=== design 1 ===
===== config.mk =====
export PLATFORM = sky130hd
export DESIGN_NAME = gate_analyzer_flat
export DESIGN_NICKNAME = d
export VERILOG_FILES = /design/src/rtl/gate_analyzer_if.sv /design/src/rtl/gate_analyzer.sv /design/src/flat_wrapper.sv
export SDC_FILE = /design/constraint.sdc
export NUM_CORES = 1
export LEC_CHECK = 0
export CAP_MARGIN = 40
export CORE_ASPECT_RATIO = 1.1
export CORE_MARGIN = 1.5
export CORE_UTILIZATION = 30
export DETAILED_ROUTE_END_ITERATION = 6
export PLACE_DENSITY = 0.47
export RECOVER_POWER = 50
export SYNTH_ARGS = -nofsm -noshare
export SYNTH_HDL_FRONTEND = slang
export SYNTH_SLANG_ARGS = --single-unit

===== constraint.sdc =====
create_clock -name clk -period 1.8 [get_ports clk]
set_input_delay 0.54 -clock clk [delete_from_list [all_inputs] [get_ports clk]]
set_output_delay 0.54 -clock clk [all_outputs]
set_load 0.02 [all_outputs]

===== src/rtl/gate_analyzer_if.sv =====
// Bundles the gate-under-test probe/response wires and the run control/result signals.
// The master side is the analyzer; the slave side is the environment that issues start and drives resp.
interface gate_analyzer_if;
  logic       start;
  logic       probe_a;
  logic       probe_b;
  logic       resp;
  logic       busy;
  logic       done;
  logic [3:0] truth;
  logic [5:0] match;
  logic       known;

  modport master (
    input  start, resp,
    output probe_a, probe_b, busy, done, truth, match, known
  );

  modport slave (
    output start, resp,
    input  probe_a, probe_b, busy, done, truth, match, known
  );
endinterface


===== src/rtl/gate_analyzer.sv =====
// Walks a 2-input gate through 00,01,10,11 (SETTLE_CYCLES each) and classifies it; done pulses 4*SETTLE_CYCLES edges after start.
// No backpressure: start is ignored while busy. GATE_ANALYZER_SYNC_EN adds a 2-flop resp synchronizer (needs SETTLE_CYCLES >= 3).
module gate_analyzer #(
  parameter int unsigned SETTLE_CYCLES = 4
) (
  input  logic           clk,
  input  logic           rst_n,
  gate_analyzer_if.master gif
);

  typedef enum logic [1:0] {IDLE, RUN, DONE} state_t;

  localparam logic [7:0] LAST_CNT = 8'(SETTLE_CYCLES - 1);

  state_t     state_q, state_d;
  logic [7:0] cnt_q, cnt_d;
  logic [1:0] idx_q, idx_d;
  logic [3:0] shadow_q, shadow_d;
  logic       busy_q, busy_d;
  logic       done_q, done_d;
  logic       pa_q, pa_d;
  logic       pb_q, pb_d;
  logic [3:0] truth_q, truth_d;
  logic [5:0] match_q, match_d;
  logic       known_q, known_d;
  logic [3:0] sh_next;
  logic       resp_s;

`ifdef GATE_ANALYZER_SYNC_EN
  logic [1:0] sync_q;

  always_ff @(posedge clk or negedge rst_n) begin
    if (!rst_n) begin
      sync_q <= 2'b00;
    end else begin
      sync_q <= {sync_q[0], gif.resp};
    end
  end

  assign resp_s = sync_q[1];
`else
  assign resp_s = gif.resp;
`endif

  function automatic logic [5:0] decode(input logic [3:0] t);
    logic [5:0] m;
    case (t)
      4'b1000: m = 6'b100000;
      4'b0111: m = 6'b010000;
      4'b1110: m = 6'b001000;
      4'b0001: m = 6'b000100;
      4'b0110: m = 6'b000010;
      4'b1001: m = 6'b000001;
      default: m = 6'b000000;
    endcase
    return m;
  endfunction

  always_comb begin
    state_d  = state_q;
    cnt_d    = cnt_q;
    idx_d    = idx_q;
    shadow_d = shadow_q;
    busy_d   = busy_q;
    done_d   = 1'b0;
    pa_d     = pa_q;
    pb_d     = pb_q;
    truth_d  = truth_q;
    match_d  = match_q;
    known_d  = known_q;
    sh_next  = shadow_q;
    sh_next[idx_q] = resp_s;

    case (state_q)
      IDLE, DONE: begin
        state_d = IDLE;
        // A start seen in DONE launches the next run on the same edge that ends the done pulse.
        if (gif.start) begin
          state_d = RUN;
          busy_d  = 1'b1;
          cnt_d   = 8'd0;
          idx_d   = 2'd0;
          pa_d    = 1'b0;
          pb_d    = 1'b0;
        end
      end
      RUN: begin
        if (cnt_q == LAST_CNT) begin
          shadow_d = sh_next;
          cnt_d    = 8'd0;
          idx_d    = idx_q + 2'd1;
          if (idx_q == 2'd3) begin
            state_d = DONE;
            busy_d  = 1'b0;
            done_d  = 1'b1;
            pa_d    = 1'b0;
            pb_d    = 1'b0;
            truth_d = sh_next;
            match_d = decode(sh_next);
            known_d = |decode(sh_next);
          end else begin
            {pa_d, pb_d} = idx_q + 2'd1;
          end
        end else begin
          cnt_d = cnt_q + 8'd1;
        end
      end
      default: state_d = IDLE;
    endcase
  end

  always_ff @(posedge clk or negedge rst_n) begin
    if (!rst_n) begin
      state_q  <= IDLE;
      cnt_q    <= 8'd0;
      idx_q    <= 2'd0;
      shadow_q <= 4'd0;
      busy_q   <= 1'b0;
      done_q   <= 1'b0;
      pa_q     <= 1'b0;
      pb_q     <= 1'b0;
      truth_q  <= 4'd0;
      match_q  <= 6'd0;
      known_q  <= 1'b0;
    end else begin
      state_q  <= state_d;
      cnt_q    <= cnt_d;
      idx_q    <= idx_d;
      shadow_q <= shadow_d;
      busy_q   <= busy_d;
      done_q   <= done_d;
      pa_q     <= pa_d;
      pb_q     <= pb_d;
      truth_q  <= truth_d;
      match_q  <= match_d;
      known_q  <= known_d;
    end
  end

  assign gif.probe_a = pa_q;
  assign gif.probe_b = pb_q;
  assign gif.busy    = busy_q;
  assign gif.done    = done_q;
  assign gif.truth   = truth_q;
  assign gif.match   = match_q;
  assign gif.known   = known_q;

endmodule


===== src/flat_wrapper.sv =====
// flat-port wrapper written by rule: the top's interface ports become plain ports
module gate_analyzer_flat 
#(
  parameter int unsigned SETTLE_CYCLES = 4
)
  (clk, rst_n, gif_start, gif_resp, gif_probe_a, gif_probe_b, gif_busy, gif_done, gif_truth, gif_match, gif_known);
  gate_analyzer_if gif_i ();
  input  logic clk;
  input  logic rst_n;
  input wire logic [$bits(gif_i.start)-1:0] gif_start;
  input wire logic [$bits(gif_i.resp)-1:0] gif_resp;
  output wire logic [$bits(gif_i.probe_a)-1:0] gif_probe_a;
  output wire logic [$bits(gif_i.probe_b)-1:0] gif_probe_b;
  output wire logic [$bits(gif_i.busy)-1:0] gif_busy;
  output wire logic [$bits(gif_i.done)-1:0] gif_done;
  output wire logic [$bits(gif_i.truth)-1:0] gif_truth;
  output wire logic [$bits(gif_i.match)-1:0] gif_match;
  output wire logic [$bits(gif_i.known)-1:0] gif_known;
  assign gif_i.start = gif_start;
  assign gif_i.resp = gif_resp;
  assign gif_probe_a = gif_i.probe_a;
  assign gif_probe_b = gif_i.probe_b;
  assign gif_busy = gif_i.busy;
  assign gif_done = gif_i.done;
  assign gif_truth = gif_i.truth;
  assign gif_match = gif_i.match;
  assign gif_known = gif_i.known;
  gate_analyzer #(.SETTLE_CYCLES(SETTLE_CYCLES)) u_core (.clk(clk), .rst_n(rst_n), .gif(gif_i));
endmodule

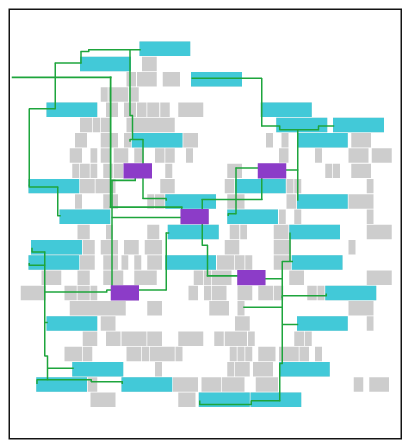
Figure 1: design 1, clock wires, drivers and flops.
clock drivers -> purple  # count 5
clock wires -> green  # length 447 um
flip-flops -> cyan  # count 30
flops lie = widely spread
routed clock nets = 6

==> out/results.tsv <==
stage	metric	value	unit
timing	min Tclk post-route	1.76	ns
layout	clk tree area frac	0.0395	
worst_setup_path	Crit. End Element	primary output	
worst_setup_path	Critical Path AT	1.22	ns
pwr	Max VDD drop	0.566	mV
global_routing	GR Layer Usage met2	0.209	
clocking	Num CTS Buffers	5	
worst_setup_path	Max FO, Critical Path	2	
route	Initial DRC Count	46	
pwr	sequential power	1.13	mW
layout	Signal buffers	39	
global_routing	GR Layer Usage met1	0.159	
logic_synthesis	ao+oa area frac	0.160	
layout	ant diodes	0	
worst_setup_path	reg2reg end	u_core.gif.probe_b$_DFFE_PN0P_	
logic_synthesis	flops & latches, synth	30	
route	number of routed nets with antenna violations	0	
timing	RSZ-0062 raised after global routing	true	
floorplanning	site row count	26	
layout	Non-CTS inverters	5	
logic_synthesis	main flop type	dfrtp_1	
worst_setup_path	end of the critical path	gif_match[0]	
clocking	post-CTS setup repair buffer count	0	
timing	slew margin rel.	0.508	
global_routing	first-pass GRT wire length	5400	um
status	status	finished, final reports clean	
logic_synthesis	main area contributors	dfrtp_1, nand2_1, o21ai_0	
floorplanning	DIE AREA	5310	um^2
route	drt drc	0	
clocking	Post-CTS Hold Buffers	0	
clocking	TritonCTS clock tree	yes	
logic_synthesis	simple-gate share of the synthesized area	0.200	
placement	RePlAce Congestion	0.849	
logic_synthesis	MUX share of area	0.0564	
floorplanning	# IOs	19	
worst_setup_path	Critical Path Start	u_core.gif.match[0]$_DFFE_PN0P_	
logic_synthesis	Synth top cell by count	dfrtp_1	
timing	period utilization	0.978	
layout	Synth-to-Final Area Change	32.1	%
worst_setup_path	reg2reg start	u_core.cnt_q[1]$_DFFE_PN0P_	
pwr	largest power group	combinational cells	
timing	fmax	568	MHz
placement	Detail Placement HPWL	2290	um
worst_setup_path	CP startpoint kind	flop	
route	via density per instance	4.94	
clocking	CTS H-tree depth	2	
pwr	Switching Share	0.390	
worst_setup_path	Worst EP required	1.26	ns
logic_synthesis	yosys warns	0	
[placed cells by master, fill, tap and decap left out, drive strengths merged, types with 2 or more instances in the layout]
| master | instances |
|---|---|
| nand2 | 26 |
| a31oi | 4 |
| mux2i | 6 |
| nand2b | 2 |
| dfrtp | 30 |
| inv | 5 |
| buf | 20 |
| dlymetal6s2s | 6 |
| o21ai | 15 |
| nand3 | 7 |
| clkdlybuf4s50 | 6 |
| mux2 | 2 |
| a22o | 3 |
| nand4 | 2 |
| and3 | 3 |
| clkbuf | 12 |
| a21oi | 6 |
| nor2 | 6 |
| o31ai | 2 |
| and4 | 2 |
| ha | 5 |
| nor2b | 2 |
[metrics by stage]
step	area [um^2]	power, mW	util	instances
floorplan	1460	1.96	-	145
global route	1930	3.23	0.413	242
detailed placement	1830	2.53	0.392	233
finish	1930	2.97	0.413	242
global placement	1830	2.51	0.392	233
CTS	1910	3.05	0.408	240

=== design 2 ===
File: src/rtl/instr_sequencer_if.sv
// Handshake and control bundle between the sequencer and its surroundings
// (top-level Start/Done, instruction ROM, control decoder, ALU, data memory).
interface instr_sequencer_if #(
    parameter int PC_W  = 10,
    parameter int OFF_W = 6,
    parameter int CNT_W = 16
);
    logic             Start;
    logic [PC_W-1:0]  StartAddr;
    logic             Branch;
    logic             Taken;
    logic [OFF_W-1:0] BranchOff;
    logic             MemAccess;
    logic             MemReady;
    logic             Halt;
    logic [PC_W-1:0]  ProgCtr;
    logic             ExecEn;
    logic             Done;
    logic [CNT_W-1:0] CycleCount;

    modport slave (
        input  Start, StartAddr, Branch, Taken, BranchOff, MemAccess, MemReady, Halt,
        output ProgCtr, ExecEn, Done, CycleCount
    );

    modport master (
        output Start, StartAddr, Branch, Taken, BranchOff, MemAccess, MemReady, Halt,
        input  ProgCtr, ExecEn, Done, CycleCount
    );
endinterface

File: src/rtl/instr_sequencer.sv
// Multi-cycle fetch/execute sequencer: owns the PC, issues the single commit
// strobe, stalls on data-memory handshakes and resolves bne branches.
module instr_sequencer #(
    parameter int PC_W  = 10,
    parameter int OFF_W = 6,
    parameter int CNT_W = 16
) (
    input  logic               Clk,
    input  logic               Reset,
    instr_sequencer_if.slave   bus
);

    typedef enum logic [2:0] {
        S_IDLE,
        S_FETCH,
        S_EXEC,
        S_MEMWAIT,
        S_DONE
    } state_t;

    localparam logic [CNT_W-1:0] CNT_MAX = '1;

    state_t           state_q, state_d;
    logic [PC_W-1:0]  pc_q, pc_d;
    logic [PC_W-1:0]  pc_step;
    logic [PC_W-1:0]  off_ext;
    logic             done_q, done_d;
    logic [CNT_W-1:0] cnt_q, cnt_d;
    logic             exec_en;

    // Offset is sign-extended to PC width; the add wraps silently.
    assign off_ext = {{(PC_W-OFF_W){bus.BranchOff[OFF_W-1]}}, bus.BranchOff};
    assign pc_step = (bus.Branch && bus.Taken) ? (pc_q + off_ext)
                                               : (pc_q + PC_W'(1));

    always_comb begin
        state_d = state_q;
        pc_d    = pc_q;
        cnt_d   = cnt_q;
        exec_en = 1'b0;

        case (state_q)
            S_IDLE: begin
                if (bus.Start) begin
                    state_d = S_FETCH;
                    pc_d    = bus.StartAddr;
                    cnt_d   = '0;
                end
            end
            S_FETCH: begin
                state_d = S_EXEC;
            end
            S_EXEC: begin
                // Halt wins over both the memory stall and any branch.
                if (bus.Halt) begin
                    state_d = S_DONE;
                end else if (bus.MemAccess && !bus.MemReady) begin
                    state_d = S_MEMWAIT;
                end else begin
                    exec_en = 1'b1;
                    pc_d    = pc_step;
                    state_d = S_FETCH;
                end
            end
            S_MEMWAIT: begin
                if (bus.MemReady) begin
                    exec_en = 1'b1;
                    pc_d    = pc_step;
                    state_d = S_FETCH;
                end
            end
            S_DONE: begin
                if (!bus.Start) begin
                    state_d = S_IDLE;
                end
            end
            default: begin
                state_d = S_IDLE;
            end
        endcase

        if ((state_q == S_FETCH || state_q == S_EXEC || state_q == S_MEMWAIT)
            && (cnt_q != CNT_MAX)) begin
            cnt_d = cnt_q + CNT_W'(1);
        end

        done_d = (state_d == S_DONE);
    end

    always_ff @(posedge Clk or posedge Reset) begin
        if (Reset) begin
            state_q <= S_IDLE;
            pc_q    <= '0;
            done_q  <= 1'b0;
            cnt_q   <= '0;
        end else begin
            state_q <= state_d;
            pc_q    <= pc_d;
            done_q  <= done_d;
            cnt_q   <= cnt_d;
        end
    end

    assign bus.ProgCtr    = pc_q;
    assign bus.ExecEn     = exec_en;
    assign bus.Done       = done_q;
    assign bus.CycleCount = cnt_q;

endmodule

File: src/flat_wrapper.sv
// flat-port wrapper written by rule: the top's interface ports become plain ports
module instr_sequencer_flat 
#(
    parameter int PC_W  = 10,
    parameter int OFF_W = 6,
    parameter int CNT_W = 16
)
  (Clk, Reset, bus_Start, bus_StartAddr, bus_Branch, bus_Taken, bus_BranchOff, bus_MemAccess, bus_MemReady, bus_Halt, bus_ProgCtr, bus_ExecEn, bus_Done, bus_CycleCount);
  instr_sequencer_if #(.PC_W(PC_W), .OFF_W(OFF_W), .CNT_W(CNT_W)) bus_i ();
  input  logic Clk;
  input  logic Reset;
  input wire logic [$bits(bus_i.Start)-1:0] bus_Start;
  input wire logic [$bits(bus_i.StartAddr)-1:0] bus_StartAddr;
  input wire logic [$bits(bus_i.Branch)-1:0] bus_Branch;
  input wire logic [$bits(bus_i.Taken)-1:0] bus_Taken;
  input wire logic [$bits(bus_i.BranchOff)-1:0] bus_BranchOff;
  input wire logic [$bits(bus_i.MemAccess)-1:0] bus_MemAccess;
  input wire logic [$bits(bus_i.MemReady)-1:0] bus_MemReady;
  input wire logic [$bits(bus_i.Halt)-1:0] bus_Halt;
  output wire logic [$bits(bus_i.ProgCtr)-1:0] bus_ProgCtr;
  output wire logic [$bits(bus_i.ExecEn)-1:0] bus_ExecEn;
  output wire logic [$bits(bus_i.Done)-1:0] bus_Done;
  output wire logic [$bits(bus_i.CycleCount)-1:0] bus_CycleCount;
  assign bus_i.Start = bus_Start;
  assign bus_i.StartAddr = bus_StartAddr;
  assign bus_i.Branch = bus_Branch;
  assign bus_i.Taken = bus_Taken;
  assign bus_i.BranchOff = bus_BranchOff;
  assign bus_i.MemAccess = bus_MemAccess;
  assign bus_i.MemReady = bus_MemReady;
  assign bus_i.Halt = bus_Halt;
  assign bus_ProgCtr = bus_i.ProgCtr;
  assign bus_ExecEn = bus_i.ExecEn;
  assign bus_Done = bus_i.Done;
  assign bus_CycleCount = bus_i.CycleCount;
  instr_sequencer #(.PC_W(PC_W), .OFF_W(OFF_W), .CNT_W(CNT_W)) u_core (.Clk(Clk), .Reset(Reset), .bus(bus_i));
endmodule
File: config.mk
export PLATFORM = sky130hd
export DESIGN_NAME = instr_sequencer_flat
export DESIGN_NICKNAME = d
export VERILOG_FILES = /design/src/rtl/instr_sequencer_if.sv /design/src/rtl/instr_sequencer.sv /design/src/flat_wrapper.sv
export SDC_FILE = /design/constraint.sdc
export NUM_CORES = 1
export LEC_CHECK = 0
export CAP_MARGIN = 15
export CORE_UTILIZATION = 49
export DETAILED_ROUTE_END_ITERATION = 16
export PLACE_DENSITY = 0.81
export SYNTH_ARGS = -nofsm -noshare
export SYNTH_HDL_FRONTEND = slang
export SYNTH_SLANG_ARGS = --single-unit
File: constraint.sdc
create_clock -name Clk -period 2.7 [get_ports Clk]
set_clock_uncertainty 0.15 [all_clocks]
set_input_delay 0.54 -clock Clk [delete_from_list [all_inputs] [get_ports Clk]]
set_output_delay 0.54 -clock Clk [all_outputs]
set_load 0.01 [all_outputs]
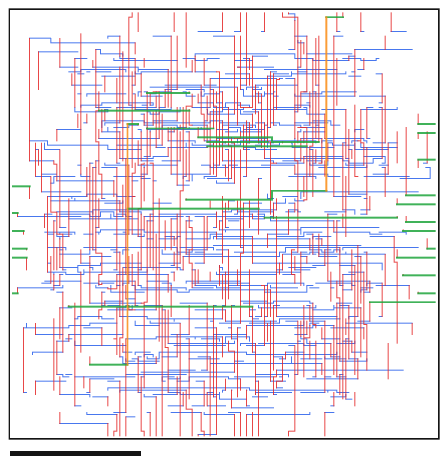
Figure 2: design 2, routed metal, one colour a layer.
Scale bar: 20 um.
metal 2 -> red  # wire length 2310 um
metal 4 -> orange  # wire length 63.2 um
metal 1 -> blue  # wire length 2320 um
metal 3 -> green  # wire length 236 um

==> out/results.tsv <==
stage	metric	value	unit
status	status	finished, final reports clean	
logic_synthesis	simple-gate share of the synthesized area	0.239	
timing	Slew @ Worst Pin	0.643	ns
logic_synthesis	flops & latches, synth	30	
route	drt drc	0	
timing	final hold violation count	0	
logic_synthesis	Syn Area/Cell	9.15	um^2
worst_setup_path	setup slack, reg-to-reg	0.36	ns
logic_synthesis	yosys warns	0	
layout	Comb gates	170	
worst_setup_path	reg2reg path depth	6	
route	DR pass1 iterations	4	
clocking	clk sinks	30	
logic_synthesis	number of enable flip-flop cells	0	
floorplanning	DIE AREA	4270	um^2
worst_setup_path	Crit. End Element	flop	
logic_synthesis	XOR/XNOR Fraction of Synth Area	0.0134	
pwr	PwrDens	899	nW/um^2
floorplanning	# IOs	52	
layout	register area	751	um^2
layout	flop share of the area	0.274	
pwr	sequential power	0.803	mW
pwr	sequential share of power	0.326	
layout	Synth-to-Final Area Change	39.2	%
floorplanning	Die W	65.4	um
worst_setup_path	CP cell instances	clkdlybuf4s50_1, and3_4, ha_1, a21o_1, nand4_1, buf_4, a21oi_1, or2_2, a311o_1	
layout	Largest cell class	combinational gates	
timing	slew margin rel.	0.567	
route	total routed wirelength	4930	um
timing	fmax	384	MHz
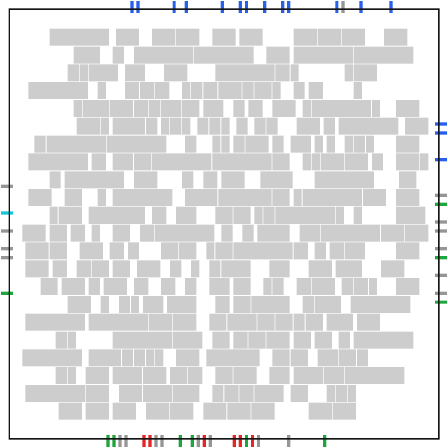
Figure 3: design 2, pin map.
Pins as bars across the die edge, other pins in grey.
bus_CycleCount -> blue  # pins 16, direction output, edge 13 top, 3 right
bus_Done -> cyan  # pins 1, direction output, edge left
bus_StartAddr -> green  # pins 10, direction input, edge 6 bottom, 3 right, 1 left
bus_BranchOff -> red  # pins 6, direction input, edge bottom
all pins by edge = 20 bottom, 14 top, 12 right, 6 left

## layer usage
metal | vias to the layer above | wire, um | GRT usage | share of wire
met4 | 0 | 63 | 0.0897 | 0.013
met3 | 5 | 235 | 0.0538 | 0.048
met1 | 888 | 2320 | 0.341 | 0.47
met5 | - | 0 | 0 | 0
li1 | 935 | - | - | -
met2 | 45 | 2310 | 0.389 | 0.47
## timing repair
item	in CTS	in global routing
endpoints found under the setup margin	5	6
gates resized	4	4
pin swaps	1	3
## kinds of logic after synthesis
kind of cell               Yosys count
AOI/OAI and AO/OA                   55
buffers and inverters               15
and+or+nand+nor                     88
muxes                               17
xor gates and xnor gates             3
DFF                                 30
adders and majority gates            7
## sequential cells by signal, indices dropped and copies added (netlist names)
name / flops
u_core.bus.Done: 1
u_core.bus.CycleCount: 16
u_core.bus.ProgCtr: 10
u_core.state_q: 3
## through the flow
step                      utilization  instance area, um^2  setup slack (ns)
after floorplan                     -                 1970             0.270
after global placement          0.704                 2630            -0.272
after detailed placement        0.704                 2630            -0.344
after CTS                       0.728                 2720            0.0145
after global routing            0.731                 2740           0.00135
final                           0.731                 2740            0.0989

=== design 3 ===
**config.mk**
```make
export PLATFORM = sky130hd
export DESIGN_NAME = id_ex_stage
export DESIGN_NICKNAME = d
export VERILOG_FILES = /design/src/rtl/id_ex_stage.sv
export SDC_FILE = /design/constraint.sdc
export NUM_CORES = 1
export LEC_CHECK = 0
export ABC_AREA = 0
export CAP_MARGIN = 10
export CORE_UTILIZATION = 43
export CTS_BUF_LIST = sky130_fd_sc_hd__clkbuf_4
export CTS_CLUSTER_SIZE = 24
export DETAILED_ROUTE_END_ITERATION = 10
export PLACE_DENSITY = 0.83
export REMOVE_ABC_BUFFERS = 1
export SLEW_MARGIN = 20
export SYNTH_ARGS = -nofsm -noshare
export SYNTH_HDL_FRONTEND = slang
export SYNTH_SLANG_ARGS = --single-unit
```
**constraint.sdc**
```tcl
create_clock -name clk -period 4.2 [get_ports clk]
set_input_delay 0.63 -clock clk [delete_from_list [all_inputs] [get_ports clk]]
set_output_delay 0.63 -clock clk [all_outputs]
set_load 0.02 [all_outputs]
```
**src/rtl/id_ex_stage.sv**
```systemverilog
// ID/EX pipeline register: ALU-control decode, operand forwarding and immediate sign-extension,
// all captured on one rising edge with stall (hold), flush (bubble) and asynchronous reset.
module id_ex_stage #(
    parameter int WIDTH = 32,
    parameter int RADDR = 5
) (
    input  logic             clk,
    input  logic             rst,
    input  logic             stall,
    input  logic             flush,
    input  logic             in_valid,
    input  logic [1:0]       aluop,
    input  logic [5:0]       funct,
    input  logic             alusrc,
    input  logic             regdst,
    input  logic             regwrite_in,
    input  logic [RADDR-1:0] rs_addr,
    input  logic [RADDR-1:0] rt_addr,
    input  logic [RADDR-1:0] rd_addr,
    input  logic [WIDTH-1:0] rs_data,
    input  logic [WIDTH-1:0] rt_data,
    input  logic [15:0]      imm16,
    input  logic             exmem_regwrite,
    input  logic             memwb_regwrite,
    input  logic [RADDR-1:0] exmem_rd,
    input  logic [RADDR-1:0] memwb_rd,
    input  logic [WIDTH-1:0] exmem_result,
    input  logic [WIDTH-1:0] memwb_result,
    output logic [WIDTH-1:0] A,
    output logic [WIDTH-1:0] B,
    output logic [3:0]       ALUcontrol,
    output logic [WIDTH-1:0] store_data,
    output logic [RADDR-1:0] wr_addr,
    output logic             regwrite_out,
    output logic             out_valid,
    output logic             illegal
);

    localparam logic [3:0] ALU_AND = 4'b0000;
    localparam logic [3:0] ALU_OR  = 4'b0001;
    localparam logic [3:0] ALU_ADD = 4'b0010;
    localparam logic [3:0] ALU_SUB = 4'b0110;
    localparam logic [3:0] ALU_SLT = 4'b0111;

    logic [WIDTH-1:0] fwd_rs;
    logic [WIDTH-1:0] fwd_rt;
    logic [WIDTH-1:0] imm_ext;
    logic [3:0]       dec_ctrl;
    logic             dec_illegal;

    // Valid semantics: out_valid marks the EX slot as a real instruction; there is no
    // ready path, stall is the only back-pressure and simply freezes the slot.

    // EX/MEM is the younger result, so it wins over MEM/WB; register 0 is hardwired zero.
    always_comb begin
        fwd_rs = rs_data;
        if (exmem_regwrite && (exmem_rd == rs_addr) && (rs_addr != '0))
            fwd_rs = exmem_result;
        else if (memwb_regwrite && (memwb_rd == rs_addr) && (rs_addr != '0))
            fwd_rs = memwb_result;
    end

    always_comb begin
        fwd_rt = rt_data;
        if (exmem_regwrite && (exmem_rd == rt_addr) && (rt_addr != '0))
            fwd_rt = exmem_result;
        else if (memwb_regwrite && (memwb_rd == rt_addr) && (rt_addr != '0))
            fwd_rt = memwb_result;
    end

    assign imm_ext = {{(WIDTH-16){imm16[15]}}, imm16};

    always_comb begin
        dec_ctrl    = ALU_ADD;
        dec_illegal = 1'b0;
        case (aluop)
            2'b00: dec_ctrl = ALU_ADD;
            2'b01: dec_ctrl = ALU_SUB;
            2'b10: begin
                case (funct)
                    6'b100100: dec_ctrl = ALU_AND;
                    6'b100101: dec_ctrl = ALU_OR;
                    6'b100000: dec_ctrl = ALU_ADD;
                    6'b100010: dec_ctrl = ALU_SUB;
                    6'b101010: dec_ctrl = ALU_SLT;
                    default:   dec_illegal = 1'b1;
                endcase
            end
            default: dec_illegal = 1'b1;
        endcase
    end

    // A flush or an empty decode slot both produce the same bubble as reset.
    always_ff @(posedge clk or posedge rst) begin
        if (rst) begin
            A            <= '0;
            B            <= '0;
            ALUcontrol   <= ALU_ADD;
            store_data   <= '0;
            wr_addr      <= '0;
            regwrite_out <= 1'b0;
            out_valid    <= 1'b0;
            illegal      <= 1'b0;
        end else if (flush || (!stall && !in_valid)) begin
            A            <= '0;
            B            <= '0;
            ALUcontrol   <= ALU_ADD;
            store_data   <= '0;
            wr_addr      <= '0;
            regwrite_out <= 1'b0;
            out_valid    <= 1'b0;
            illegal      <= 1'b0;
        end else if (!stall) begin
            A            <= fwd_rs;
            B            <= alusrc ? imm_ext : fwd_rt;
            ALUcontrol   <= dec_illegal ? ALU_ADD : dec_ctrl;
            store_data   <= fwd_rt;
            wr_addr      <= regdst ? rd_addr : rt_addr;
            regwrite_out <= regwrite_in && !dec_illegal;
            out_valid    <= 1'b1;
            illegal      <= dec_illegal;
        end
    end

endmodule

```
==> out/results.tsv <==
stage	metric	value	unit
logic_synthesis	ys cells	705	
pwr	Combinational Power	0.658	mW
hold_path	min-delay src	wr_addr[3]$_DFFE_PP0P_	
timing	period utilization	0.729	
logic_synthesis	cell count after synthesis	705	
floorplanning	site row count	44	
status	status	finished, final reports clean	
route	drt wl/cell	21.4	um
timing	fmax	327	MHz
pwr	Int Power	1.54	mW
pwr	largest power group	registers	
worst_setup_path	CP max-delay cell	or4_1	
placement	area post-placement	9490	um^2
placement	Detail Placement HPWL	17200	um
global_routing	largest net degree at the start of global routing	61	
logic_synthesis	Syn Std Cell Area	6400	um^2
logic_synthesis	asr flop ratio synth	1.00	
layout make-up:
type	count	area (um^2)	area share
sequential	107	2680	0.279
multi-input combinational	512	3380	0.352
inverter	22	85.1	0.00886
clock inverter	5	31.3	0.00326
tap	184	230	0.0240
clock buffer	11	82.6	0.00859
timing repair buffer	314	3120	0.324
state kept, by name (all words and copies together), names as in the netlist:
signal        cells
out_valid         1
A                32
B                32
ALUcontrol        3
regwrite_out      1
wr_addr           5
store_data       32
illegal           1
synthesized netlist by cell type, types with 20 or more instances:
master | count | share of area
nand2_1 | 110 | 0.065
dfrtp_1 | 106 | 0.41
o21ai_0 | 60 | 0.047
o21ai_1 | 47 | 0.037
clkbuf_1 | 46 | 0.027
a211oi_1 | 34 | 0.040
o31ai_1 | 30 | 0.035
inv_1 | 22 | 0.013
nor2_1 | 21 | 0.012
a221oi_1 | 20 | 0.027
layer usage:
metal  part of all wire  global-route usage  vias to the layer above
met2               0.49               0.552                      437
met5                  0                   0                        -
met1               0.39               0.397                     3360
met3              0.093              0.0490                       47
met4              0.028               0.121                        0
li1                   -                   -                     3172
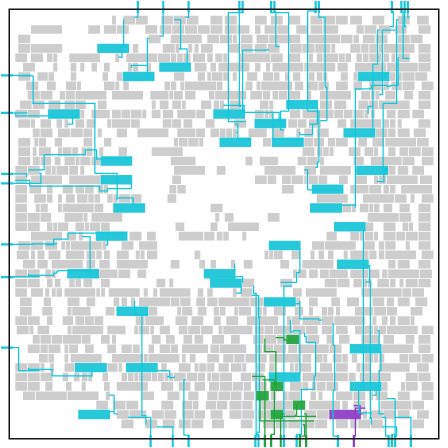
Figure 4: design 3, wires at chosen ports, followed through buffers.
store_data -> cyan  # bits 32, direction output, edge 13 top, 12 bottom, 7 left, end cells 32, wire 1460 um
rd_addr -> green  # bits 5, direction input, edge bottom, end cells 5, wire 122 um
out_valid -> purple  # bits 1, direction output, edge bottom, end cells 1, wire 17.4 um

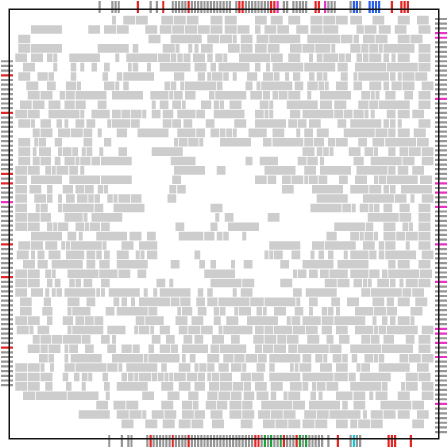
Figure 5: design 3, pin map.
Pins as bars across the die edge, other pins in grey.
imm16 -> magenta  # pins 16, direction input, edge 13 right, 2 top, 1 left
funct -> blue  # pins 6, direction input, edge top
rd_addr -> green  # pins 5, direction input, edge bottom
out_valid -> cyan  # pins 1, direction output, edge bottom
store_data -> red  # pins 32, direction output, edge 13 top, 12 bottom, 7 left
all pins by edge = 89 right, 70 bottom, 70 left, 66 top


=== design 4 ===
Figure 6. Cell placement (design 4).
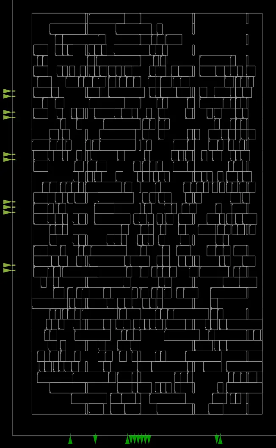
Figure 7. Clock wires, drivers and flops (design 4).
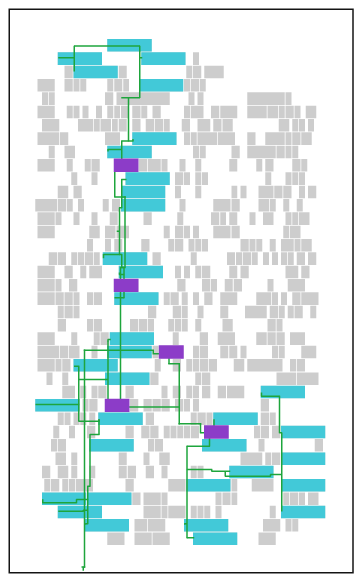
===== config.mk =====
export PLATFORM = sky130hd
export DESIGN_NAME = tx_sched_pend_tracker
export DESIGN_NICKNAME = d
export VERILOG_FILES = /design/src/rtl/tx_sched_pend_tracker.sv
export SDC_FILE = /design/constraint.sdc
export NUM_CORES = 1
export LEC_CHECK = 0
export ABC_AREA = 1
export CORE_ASPECT_RATIO = 1.75
export CORE_MARGIN = 5
export CORE_UTILIZATION = 45
export CTS_CLUSTER_DIAMETER = 200
export CTS_CLUSTER_SIZE = 14
export DETAILED_ROUTE_END_ITERATION = 7
export GPL_TIMING_DRIVEN = 0
export SYNTH_ARGS = -nofsm -noshare
export SYNTH_HDL_FRONTEND = slang
export SYNTH_SLANG_ARGS = --single-unit

===== constraint.sdc =====
create_clock -name clk -period 3.1 [get_ports clk]
set_input_delay 0.465 -clock clk [delete_from_list [all_inputs] [get_ports clk]]
set_output_delay 0.465 -clock clk [all_outputs]
set_load 0.03 [all_outputs]

===== src/rtl/tx_sched_pend_tracker.sv =====
// tx_sched_pend_tracker
//
// Per-flow transmit-pending tracker and round-robin scheduler. Producers
// (timeout, ACK generation, send buffer) set or clear rt/ack/data pending
// bits per flow through the sched_cmd_struct command port. The block keeps
// those bits in three per-flow vectors, picks one flow with anything pending
// and presents it to the TX engine with a val/rdy handshake. The bits carried
// in the issued snapshot are cleared when the engine accepts the flow.
//
// Ports:
//   clk                     clock
//   rst                     asynchronous active-high reset
//   src_tx_sched_cmd_val    command valid
//   src_tx_sched_cmd_data   command: flowid + NOP/SET/CLEAR for rt, ack, data
//   tx_sched_src_cmd_rdy    command ready (1 whenever out of reset)
//   tx_sched_tx_eng_val     issued flow valid
//   tx_sched_tx_eng_flowid  issued flow id
//   tx_sched_tx_eng_pend    snapshot of {rt, ack, data} for the issued flow
//   tx_eng_tx_sched_rdy     TX engine accepts the issued flow
//
// Build option:
//   TX_SCHED_RT_PRIO_EN     when defined, flows with rt pending are searched
//                           first; otherwise one round-robin over all flows.

localparam int MAX_TCP_FLOWS      = 8;
localparam int SCHED_CMD_FLOWID_W = 4;

typedef enum logic [1:0] {
    SCHED_NOP   = 2'd0,
    SCHED_SET   = 2'd1,
    SCHED_CLEAR = 2'd2
} sched_op_e;

typedef struct packed {
    logic [SCHED_CMD_FLOWID_W-1:0] flowid;
    sched_op_e                     rt_pend_set_clear;
    sched_op_e                     ack_pend_set_clear;
    sched_op_e                     data_pend_set_clear;
} sched_cmd_struct;

module tx_sched_pend_tracker #(
    parameter int NUM_FLOWS = MAX_TCP_FLOWS,
    parameter int FLOWID_W  = $clog2(NUM_FLOWS)
) (
    input  logic                clk,
    input  logic                rst,
    input  logic                src_tx_sched_cmd_val,
    input  sched_cmd_struct     src_tx_sched_cmd_data,
    output logic                tx_sched_src_cmd_rdy,
    output logic                tx_sched_tx_eng_val,
    output logic [FLOWID_W-1:0] tx_sched_tx_eng_flowid,
    output logic [2:0]          tx_sched_tx_eng_pend,
    input  logic                tx_eng_tx_sched_rdy
);

    typedef enum logic {ST_SELECT, ST_ISSUE} state_e;

    state_e                state;
    logic [NUM_FLOWS-1:0]  rt_pend, ack_pend, data_pend, any_pend;
    logic [NUM_FLOWS-1:0]  rt_nxt, ack_nxt, data_nxt;
    logic [FLOWID_W-1:0]   rr_ptr, rr_after, cmd_idx, pick_idx;
    logic [FLOWID_W:0]     pick;
    logic                  cmd_hit, handshake;

    // Rotated priority encode: first set bit at or after ptr, wrapping.
    // Returns {found, index}. Scanning downward lets the lowest offset win.
    function automatic logic [FLOWID_W:0] rr_find(input logic [NUM_FLOWS-1:0] vec,
                                                  input logic [FLOWID_W-1:0]  ptr);
        logic [FLOWID_W:0] res;
        int                idx;
        res = '0;
        for (int k = NUM_FLOWS - 1; k >= 0; k--) begin
            idx = int'(ptr) + k;
            if (idx >= NUM_FLOWS) idx = idx - NUM_FLOWS;
            if (vec[FLOWID_W'(idx)]) res = {1'b1, FLOWID_W'(idx)};
        end
        return res;
    endfunction

    function automatic logic apply_op(input logic cur, input sched_op_e op);
        case (op)
            SCHED_SET:   return 1'b1;
            SCHED_CLEAR: return 1'b0;
            default:     return cur;
        endcase
    endfunction

    assign tx_sched_src_cmd_rdy = ~rst;
    assign any_pend  = rt_pend | ack_pend | data_pend;
    assign handshake = tx_sched_tx_eng_val & tx_eng_tx_sched_rdy;
    assign cmd_hit   = src_tx_sched_cmd_val &
                       (int'(src_tx_sched_cmd_data.flowid) < NUM_FLOWS);
    assign cmd_idx   = FLOWID_W'(src_tx_sched_cmd_data.flowid);
    assign rr_after  = (tx_sched_tx_eng_flowid == FLOWID_W'(NUM_FLOWS - 1)) ?
                       '0 : tx_sched_tx_eng_flowid + FLOWID_W'(1);
    assign pick_idx  = pick[FLOWID_W-1:0];

`ifdef TX_SCHED_RT_PRIO_EN
    always_comb begin
        pick = rr_find(rt_pend, rr_ptr);
        if (!pick[FLOWID_W]) pick = rr_find(any_pend, rr_ptr);
    end
`else
    assign pick = rr_find(any_pend, rr_ptr);
`endif

    // Handshake clear is applied before the same-cycle command, so a SET
    // to the flow being retired survives and a CLEAR still clears.
    always_comb begin
        rt_nxt   = rt_pend;
        ack_nxt  = ack_pend;
        data_nxt = data_pend;
        if (handshake) begin
            if (tx_sched_tx_eng_pend[2]) rt_nxt[tx_sched_tx_eng_flowid]   = 1'b0;
            if (tx_sched_tx_eng_pend[1]) ack_nxt[tx_sched_tx_eng_flowid]  = 1'b0;
            if (tx_sched_tx_eng_pend[0]) data_nxt[tx_sched_tx_eng_flowid] = 1'b0;
        end
        if (cmd_hit) begin
            rt_nxt[cmd_idx]   = apply_op(rt_nxt[cmd_idx],   src_tx_sched_cmd_data.rt_pend_set_clear);
            ack_nxt[cmd_idx]  = apply_op(ack_nxt[cmd_idx],  src_tx_sched_cmd_data.ack_pend_set_clear);
            data_nxt[cmd_idx] = apply_op(data_nxt[cmd_idx], src_tx_sched_cmd_data.data_pend_set_clear);
        end
    end

    always_ff @(posedge clk or posedge rst) begin
        if (rst) begin
            state                  <= ST_SELECT;
            rt_pend                <= '0;
            ack_pend               <= '0;
            data_pend              <= '0;
            rr_ptr                 <= '0;
            tx_sched_tx_eng_val    <= 1'b0;
            tx_sched_tx_eng_flowid <= '0;
            tx_sched_tx_eng_pend   <= '0;
        end else begin
            rt_pend   <= rt_nxt;
            ack_pend  <= ack_nxt;
            data_pend <= data_nxt;
            if (state == ST_SELECT) begin
                // Snapshot uses the vectors as they stand; a command landing
                // in this same cycle is seen on the next selection.
                if (pick[FLOWID_W]) begin
                    tx_sched_tx_eng_flowid <= pick_idx;
                    tx_sched_tx_eng_pend   <= {rt_pend[pick_idx], ack_pend[pick_idx],
                                               data_pend[pick_idx]};
                    tx_sched_tx_eng_val    <= 1'b1;
                    state                  <= ST_ISSUE;
                end
            end else begin
                if (handshake) begin
                    tx_sched_tx_eng_val <= 1'b0;
                    rr_ptr              <= rr_after;
                    state               <= ST_SELECT;
                end
            end
        end
    end

endmodule


==> out/results.tsv <==
stage	metric	value	unit
status	status	finished, final reports clean	
timing	final setup margin	0.234	ns
logic_synthesis	main area contributors	dfrtp_1, nand2_1, nand3_1	
clocking	TritonCTS clock tree	yes	
clocking	CTS H-tree depth	2	
global_routing	gr usage total	0.208	
hold_path	hold crit path type	flop to flop	
logic_synthesis	flops & latches, synth	35	
timing	min Tclk post-route	2.87	ns
logic_synthesis	Yosys cell types	33	
clocking	Root Buffer	clkbuf_8	
layout	NonClk Buf Share	0.0858	
placement	area post-placement	3130	um^2
layout	Filler cells	638	
global_routing	GR peak layer	met2	
route	DR pass1 iterations	4	
route	WL met1	2890	um
route	Top Metal Used	met4	
floorplanning	# IOs	22	
logic_synthesis	post-synth top area cell	dfrtp_1	
logic_synthesis	simple-gate share of the synthesized area	0.400	
route	Initial DRC Count	90	
route	metal3 WL	140	um
layout	Synth-to-Final Area Change	14.9	%
layout	fraction of area in multi-input gates	0.517	
hold_path	Hold Path Sink	tx_sched_tx_eng_pend[1]$_DFFE_PP0P_	
layout	Util after Layout	0.528	
global_routing	GR Layer Usage met1	0.192	
worst_setup_path	setup slack, reg-to-reg	0.26	ns
clocking	post-CTS setup repair buffer count	0	
layout	Logic cell area	1670	um^2
logic_synthesis	Syn Area/Cell	6.66	um^2
worst_setup_path	Max FO, Critical Path	36	
logic_synthesis	asr flop ratio synth	1.00	
layout	share of cells above drive strength 1	0.113	
route	met2 WL post-DR	4610	um
logic_synthesis	register area share after synthesis	0.311	
logic_synthesis	cell count after synthesis	423	
layout	final-layout clock buffer total	5	
global_routing	first-pass GRT wire length	13200	um
layout	fin cells	531	
Notes on Figure 6 above:
site row count: 38
flop count: 35
Well-Tap Cells: 80
Core ar.: 6130 um^2
flop share of the area: 0.271

Notes on Figure 7 above:
clock drivers -> purple  # count 5
flip-flops -> cyan  # count 35
clock wires -> green  # length 422 um
routed clock nets = 6

## tightest hold or removal path: cells and delay by family (launching register included)
kind	cells	cell delay [ns]
simple gates	2	0.11
flops	1	0.37
## layout by cell type (no fill, tap or decap), drive strengths merged, types with 2 or more instances in the layout
| cell type | netlist | layout |
|---|---|---|
| dfrtp | 35 | 35 |
| inv | 52 | 51 |
| a211oi | 2 | 2 |
| nand3 | 68 | 68 |
| clkinvlp | 0 | 2 |
| a21oi | 20 | 20 |
| a221oi | 2 | 2 |
| o22ai | 5 | 5 |
| ha | 7 | 7 |
| o21ai | 45 | 45 |
| nand4 | 5 | 5 |
| clkbuf | 0 | 5 |
| xor2 | 2 | 2 |
| nor3 | 10 | 10 |
| nand2 | 124 | 124 |
| nor2 | 34 | 34 |
| a21boi | 2 | 2 |
| buf | 7 | 7 |
| clkdlybuf4s50 | 0 | 21 |

=== design 5 ===
$ cat src/rtl/uart_time_cmd_parser.sv
// rtl/uart_time_cmd_parser.sv - ASCII command and time-set frame decoder fed from the UART RX FIFO
//
// Ports:
//   clk, rst_n            clock, asynchronous active-low reset
//   rx_data, rx_valid     byte at RX FIFO head / FIFO not empty
//   rx_ready              pop strobe (byte consumed when rx_valid && rx_ready)
//   cmd_run/clear/mode    1-cycle control pulses
//   set_valid             1-cycle pulse, set_hour/min/sec freshly loaded
//   set_hour/min/sec      decoded time, held until next valid frame
//   cmd_err               1-cycle pulse on protocol/range/timeout error
//   busy                  set frame in progress
//   tx_data/valid/ready   echo of accepted bytes (only with CMD_ECHO_EN)
//
// Optional feature macro: CMD_ECHO_EN

module uart_time_cmd_parser #(
    parameter int TIMEOUT_CYCLES = 100_000_000
) (
    input  logic       clk,
    input  logic       rst_n,
    input  logic [7:0] rx_data,
    input  logic       rx_valid,
    output logic       rx_ready,
    output logic       cmd_run,
    output logic       cmd_clear,
    output logic       cmd_mode,
    output logic       set_valid,
    output logic [4:0] set_hour,
    output logic [5:0] set_min,
    output logic [5:0] set_sec,
    output logic       cmd_err,
`ifdef CMD_ECHO_EN
    output logic [7:0] tx_data,
    output logic       tx_valid,
    input  logic       tx_ready,
`endif
    output logic       busy
);

    localparam int CW = (TIMEOUT_CYCLES > 1) ? $clog2(TIMEOUT_CYCLES) : 1;
    localparam logic [CW-1:0] CNT_LAST = CW'(TIMEOUT_CYCLES - 1);

    typedef enum logic [2:0] {IDLE, H10, H1, M10, M1, S10, S1, TERM} state_t;

    state_t          state, state_nxt;
    logic [CW-1:0]   cnt, cnt_nxt;
    logic [5:0][3:0] digits, digits_nxt;   // [0]=h10 ... [5]=s1
    logic            run_nxt, clear_nxt, mode_nxt, valid_nxt, err_nxt;
    logic [4:0]      hour_nxt;
    logic [5:0]      min_nxt, sec_nxt;
    logic            accept, is_digit, stall, is_eol;
    logic [2:0]      idx;
    logic [6:0]      h_val, m_val, s_val;

`ifdef CMD_ECHO_EN
    // A pending echo byte that TX cannot take freezes both intake and the timeout.
    assign stall    = tx_valid && !tx_ready;
    assign rx_ready = !stall;

    always_ff @(posedge clk or negedge rst_n) begin
        if (!rst_n) begin
            tx_data  <= 8'h00;
            tx_valid <= 1'b0;
        end else if (accept) begin
            tx_data  <= rx_data;
            tx_valid <= 1'b1;
        end else if (tx_ready) begin
            tx_valid <= 1'b0;
        end
    end
`else
    assign stall    = 1'b0;
    assign rx_ready = 1'b1;
`endif

    assign accept   = rx_valid && rx_ready;
    assign is_digit = (rx_data >= 8'h30) && (rx_data <= 8'h39);
    assign is_eol   = (rx_data == 8'h0D) || (rx_data == 8'h0A);
    assign busy     = (state != IDLE);
    // Digit slot for H10..S1; only used in those states.
    assign idx      = 3'(state) - 3'd1;

    // Digits are at most 9, so tens*10+units never exceeds 99 and fits 7 bits.
    assign h_val = {3'b000, digits[0]} * 7'd10 + {3'b000, digits[1]};
    assign m_val = {3'b000, digits[2]} * 7'd10 + {3'b000, digits[3]};
    assign s_val = {3'b000, digits[4]} * 7'd10 + {3'b000, digits[5]};

    always_comb begin
        state_nxt  = state;
        cnt_nxt    = cnt;
        digits_nxt = digits;
        run_nxt    = 1'b0;
        clear_nxt  = 1'b0;
        mode_nxt   = 1'b0;
        valid_nxt  = 1'b0;
        err_nxt    = 1'b0;
        hour_nxt   = set_hour;
        min_nxt    = set_min;
        sec_nxt    = set_sec;

        if (accept) begin
            // An accept always wins over a coinciding timeout.
            cnt_nxt = '0;
            case (state)
                IDLE: begin
                    case (rx_data)
                        8'h52, 8'h72: run_nxt   = 1'b1;  // R r
                        8'h43, 8'h63: clear_nxt = 1'b1;  // C c
                        8'h4D, 8'h6D: mode_nxt  = 1'b1;  // M m
                        8'h54, 8'h74: state_nxt = H10;   // T t
                        8'h0D, 8'h0A, 8'h20: ;           // CR LF space
                        default:      err_nxt   = 1'b1;
                    endcase
                end
                H10, H1, M10, M1, S10, S1: begin
                    if (is_digit) begin
                        digits_nxt[idx] = rx_data[3:0];
                        state_nxt       = state_t'(3'(state) + 3'd1);
                    end else begin
                        err_nxt   = 1'b1;
                        state_nxt = IDLE;
                    end
                end
                default: begin  // TERM
                    if (is_eol && (h_val < 7'd24) && (m_val < 7'd60) && (s_val < 7'd60)) begin
                        valid_nxt = 1'b1;
                        hour_nxt  = h_val[4:0];
                        min_nxt   = m_val[5:0];
                        sec_nxt   = s_val[5:0];
                    end else begin
                        err_nxt = 1'b1;
                    end
                    state_nxt = IDLE;
                end
            endcase
        end else if (state == IDLE) begin
            cnt_nxt = '0;
        end else if (!stall) begin
            if (cnt == CNT_LAST) begin
                err_nxt   = 1'b1;
                state_nxt = IDLE;
                cnt_nxt   = '0;
            end else begin
                cnt_nxt = cnt + 1'b1;
            end
        end
    end

    always_ff @(posedge clk or negedge rst_n) begin
        if (!rst_n) begin
            state     <= IDLE;
            cnt       <= '0;
            digits    <= '0;
            cmd_run   <= 1'b0;
            cmd_clear <= 1'b0;
            cmd_mode  <= 1'b0;
            set_valid <= 1'b0;
            cmd_err   <= 1'b0;
            set_hour  <= '0;
            set_min   <= '0;
            set_sec   <= '0;
        end else begin
            state     <= state_nxt;
            cnt       <= cnt_nxt;
            digits    <= digits_nxt;
            cmd_run   <= run_nxt;
            cmd_clear <= clear_nxt;
            cmd_mode  <= mode_nxt;
            set_valid <= valid_nxt;
            cmd_err   <= err_nxt;
            set_hour  <= hour_nxt;
            set_min   <= min_nxt;
            set_sec   <= sec_nxt;
        end
    end

endmodule
$ cat config.mk
export PLATFORM = sky130hd
export DESIGN_NAME = uart_time_cmd_parser
export DESIGN_NICKNAME = d
export VERILOG_FILES = /design/src/rtl/uart_time_cmd_parser.sv
export SDC_FILE = /design/constraint.sdc
export NUM_CORES = 1
export LEC_CHECK = 0
export CORE_ASPECT_RATIO = 0.9
export CORE_MARGIN = 3
export CORE_UTILIZATION = 35
export CTS_CLUSTER_SIZE = 12
export DETAILED_ROUTE_END_ITERATION = 10
export GPL_TIMING_DRIVEN = 0
export PLACE_DENSITY = 0.64
export SLEW_MARGIN = 40
export SYNTH_ARGS = -nofsm -noshare
export SYNTH_HDL_FRONTEND = slang
export SYNTH_SLANG_ARGS = --single-unit
$ cat constraint.sdc
create_clock -name clk -period 3.42 [get_ports clk]
set_clock_uncertainty 0.1 [all_clocks]
set_input_delay 0.513 -clock clk [delete_from_list [all_inputs] [get_ports clk]]
set_output_delay 0.513 -clock clk [all_outputs]
set_load 0.03 [all_outputs]
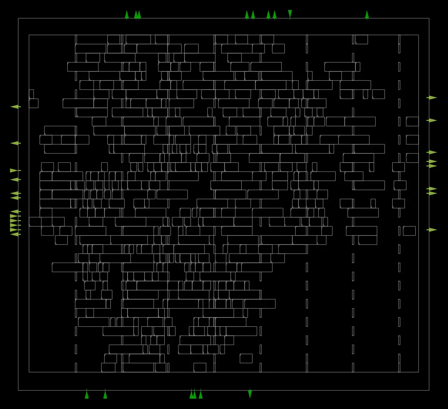
Figure 8: design 5, cell placement.
Well-Tap Cells: 156
Util after Layout: 0.444

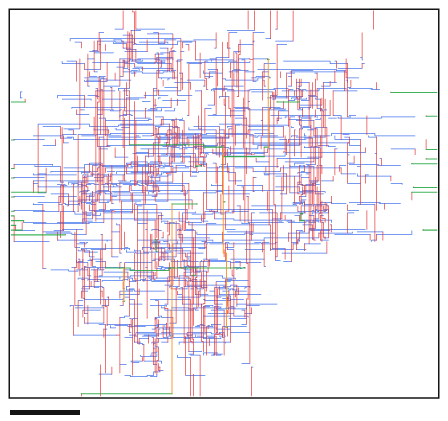
Figure 9: design 5, routed metal, one colour a layer.
Scale bar: 20 um.
metal 3 -> green  # wire length 221 um
metal 2 -> red  # wire length 3930 um
metal 4 -> orange  # wire length 142 um
metal 1 -> blue  # wire length 4420 um

==> cell families after synthesis <==
kind of cell / after synthesis / share of synthesized area
simple gates: 136 / 0.166
flops: 76 / 0.443
mux: 42 / 0.114
xor+xnor: 39 / 0.0828
buf+inv: 35 / 0.0350
compound gates: 34 / 0.0551
fa+ha+maj: 32 / 0.103
other cells: 1 / 0.000874
==> stage by stage <==
stage / cells / hold WS [ns]
6_report: 604 / 0.383
5_1_grt: 604 / 0.405
4_1_cts: 604 / 0.388
3_5_place_dp: 585 / 0.282
3_3_place_gp: 584 / 0.365
2_1_floorplan: 395 / 0.117
==> critical path, delay by kind of cell (launching register included) <==
kind / cells / cell delay, ns
flip-flops: 1 / 0.44
AND/OR/NAND/NOR: 2 / 0.29
adder cells (fa/ha/maj): 4 / 1.38
buffers and inverters: 2 / 0.24
multiplexers: 1 / 0.30
AND-OR/OR-AND: 2 / 0.40
==> layer usage <==
layer | global-route usage | vias up
met2 | 0.205 | 41
met3 | 0.0296 | 11
met5 | 0 | -
met4 | 0.0537 | 0
li1 | - | 1467
met1 | 0.199 | 1482
==> out/results.tsv <==
stage	metric	value	unit
pwr	power share of the combinational group	0.189	
timing	Pins Over Slew Limit	0	
route	metal3 WL	220	um
layout	flop count	76	
floorplanning	Die W	123	um
worst_setup_path	CP max-delay cell	fa_1	
worst_setup_path	Max FO, Critical Path	10	
floorplanning	Die Height	111	um
pwr	Tot Pwr	2.43	mW
timing	slew margin rel.	0.635	
layout	Largest register FFs	27	
pwr	Int Power	1.73	mW
route	met2 WL post-DR	3930	um
timing	Slew @ Worst Pin	0.543	ns
worst_setup_path	reg2reg path depth	11	
logic_synthesis	Top cell area share	0.443	
pwr	Clock power frac	0.398	
layout	flop share of the area	0.366	
clocking	CTS H-tree depth	3	
run	max-cap violations	0	
logic_synthesis	Syn Area/Cell	10.9	um^2
status	status	finished, final reports clean	
logic_synthesis	ys cells	395	
hold_path	hold crit path type	flop to flop	
worst_setup_path	Crit Path Category	flop to flop	
placement	Detail Placement HPWL	6350	um
layout	Top Layout Cells	dfrtp_1, nor2_1, clkdlybuf4s50_1, mux2_2, ha_1	
clocking	Post-CTS Resized	2	


==> gallery <==
Cell placement.
Plate I
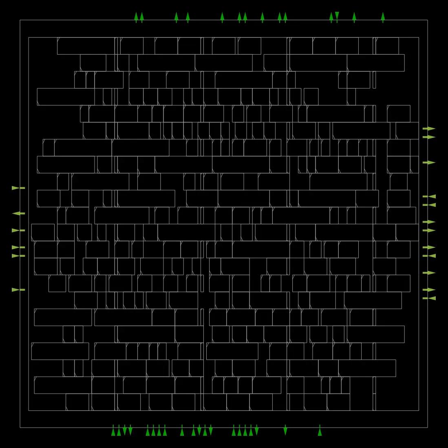
Plate II
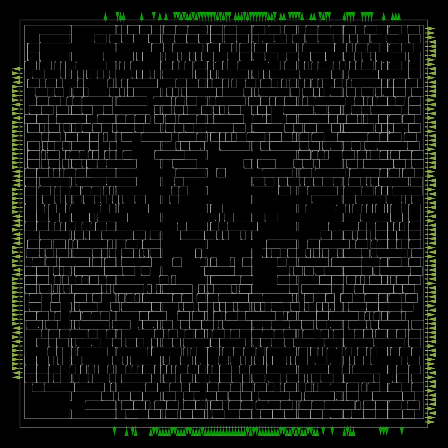
Plate III
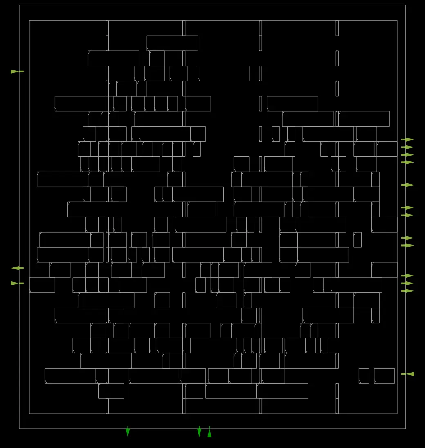
Plate I -> design 2
Plate II -> design 3
Plate III -> design 1
Of these, most sequential cells: Plate II
Of these, most cells: Plate II

Power and IR drop assume default switching activity.
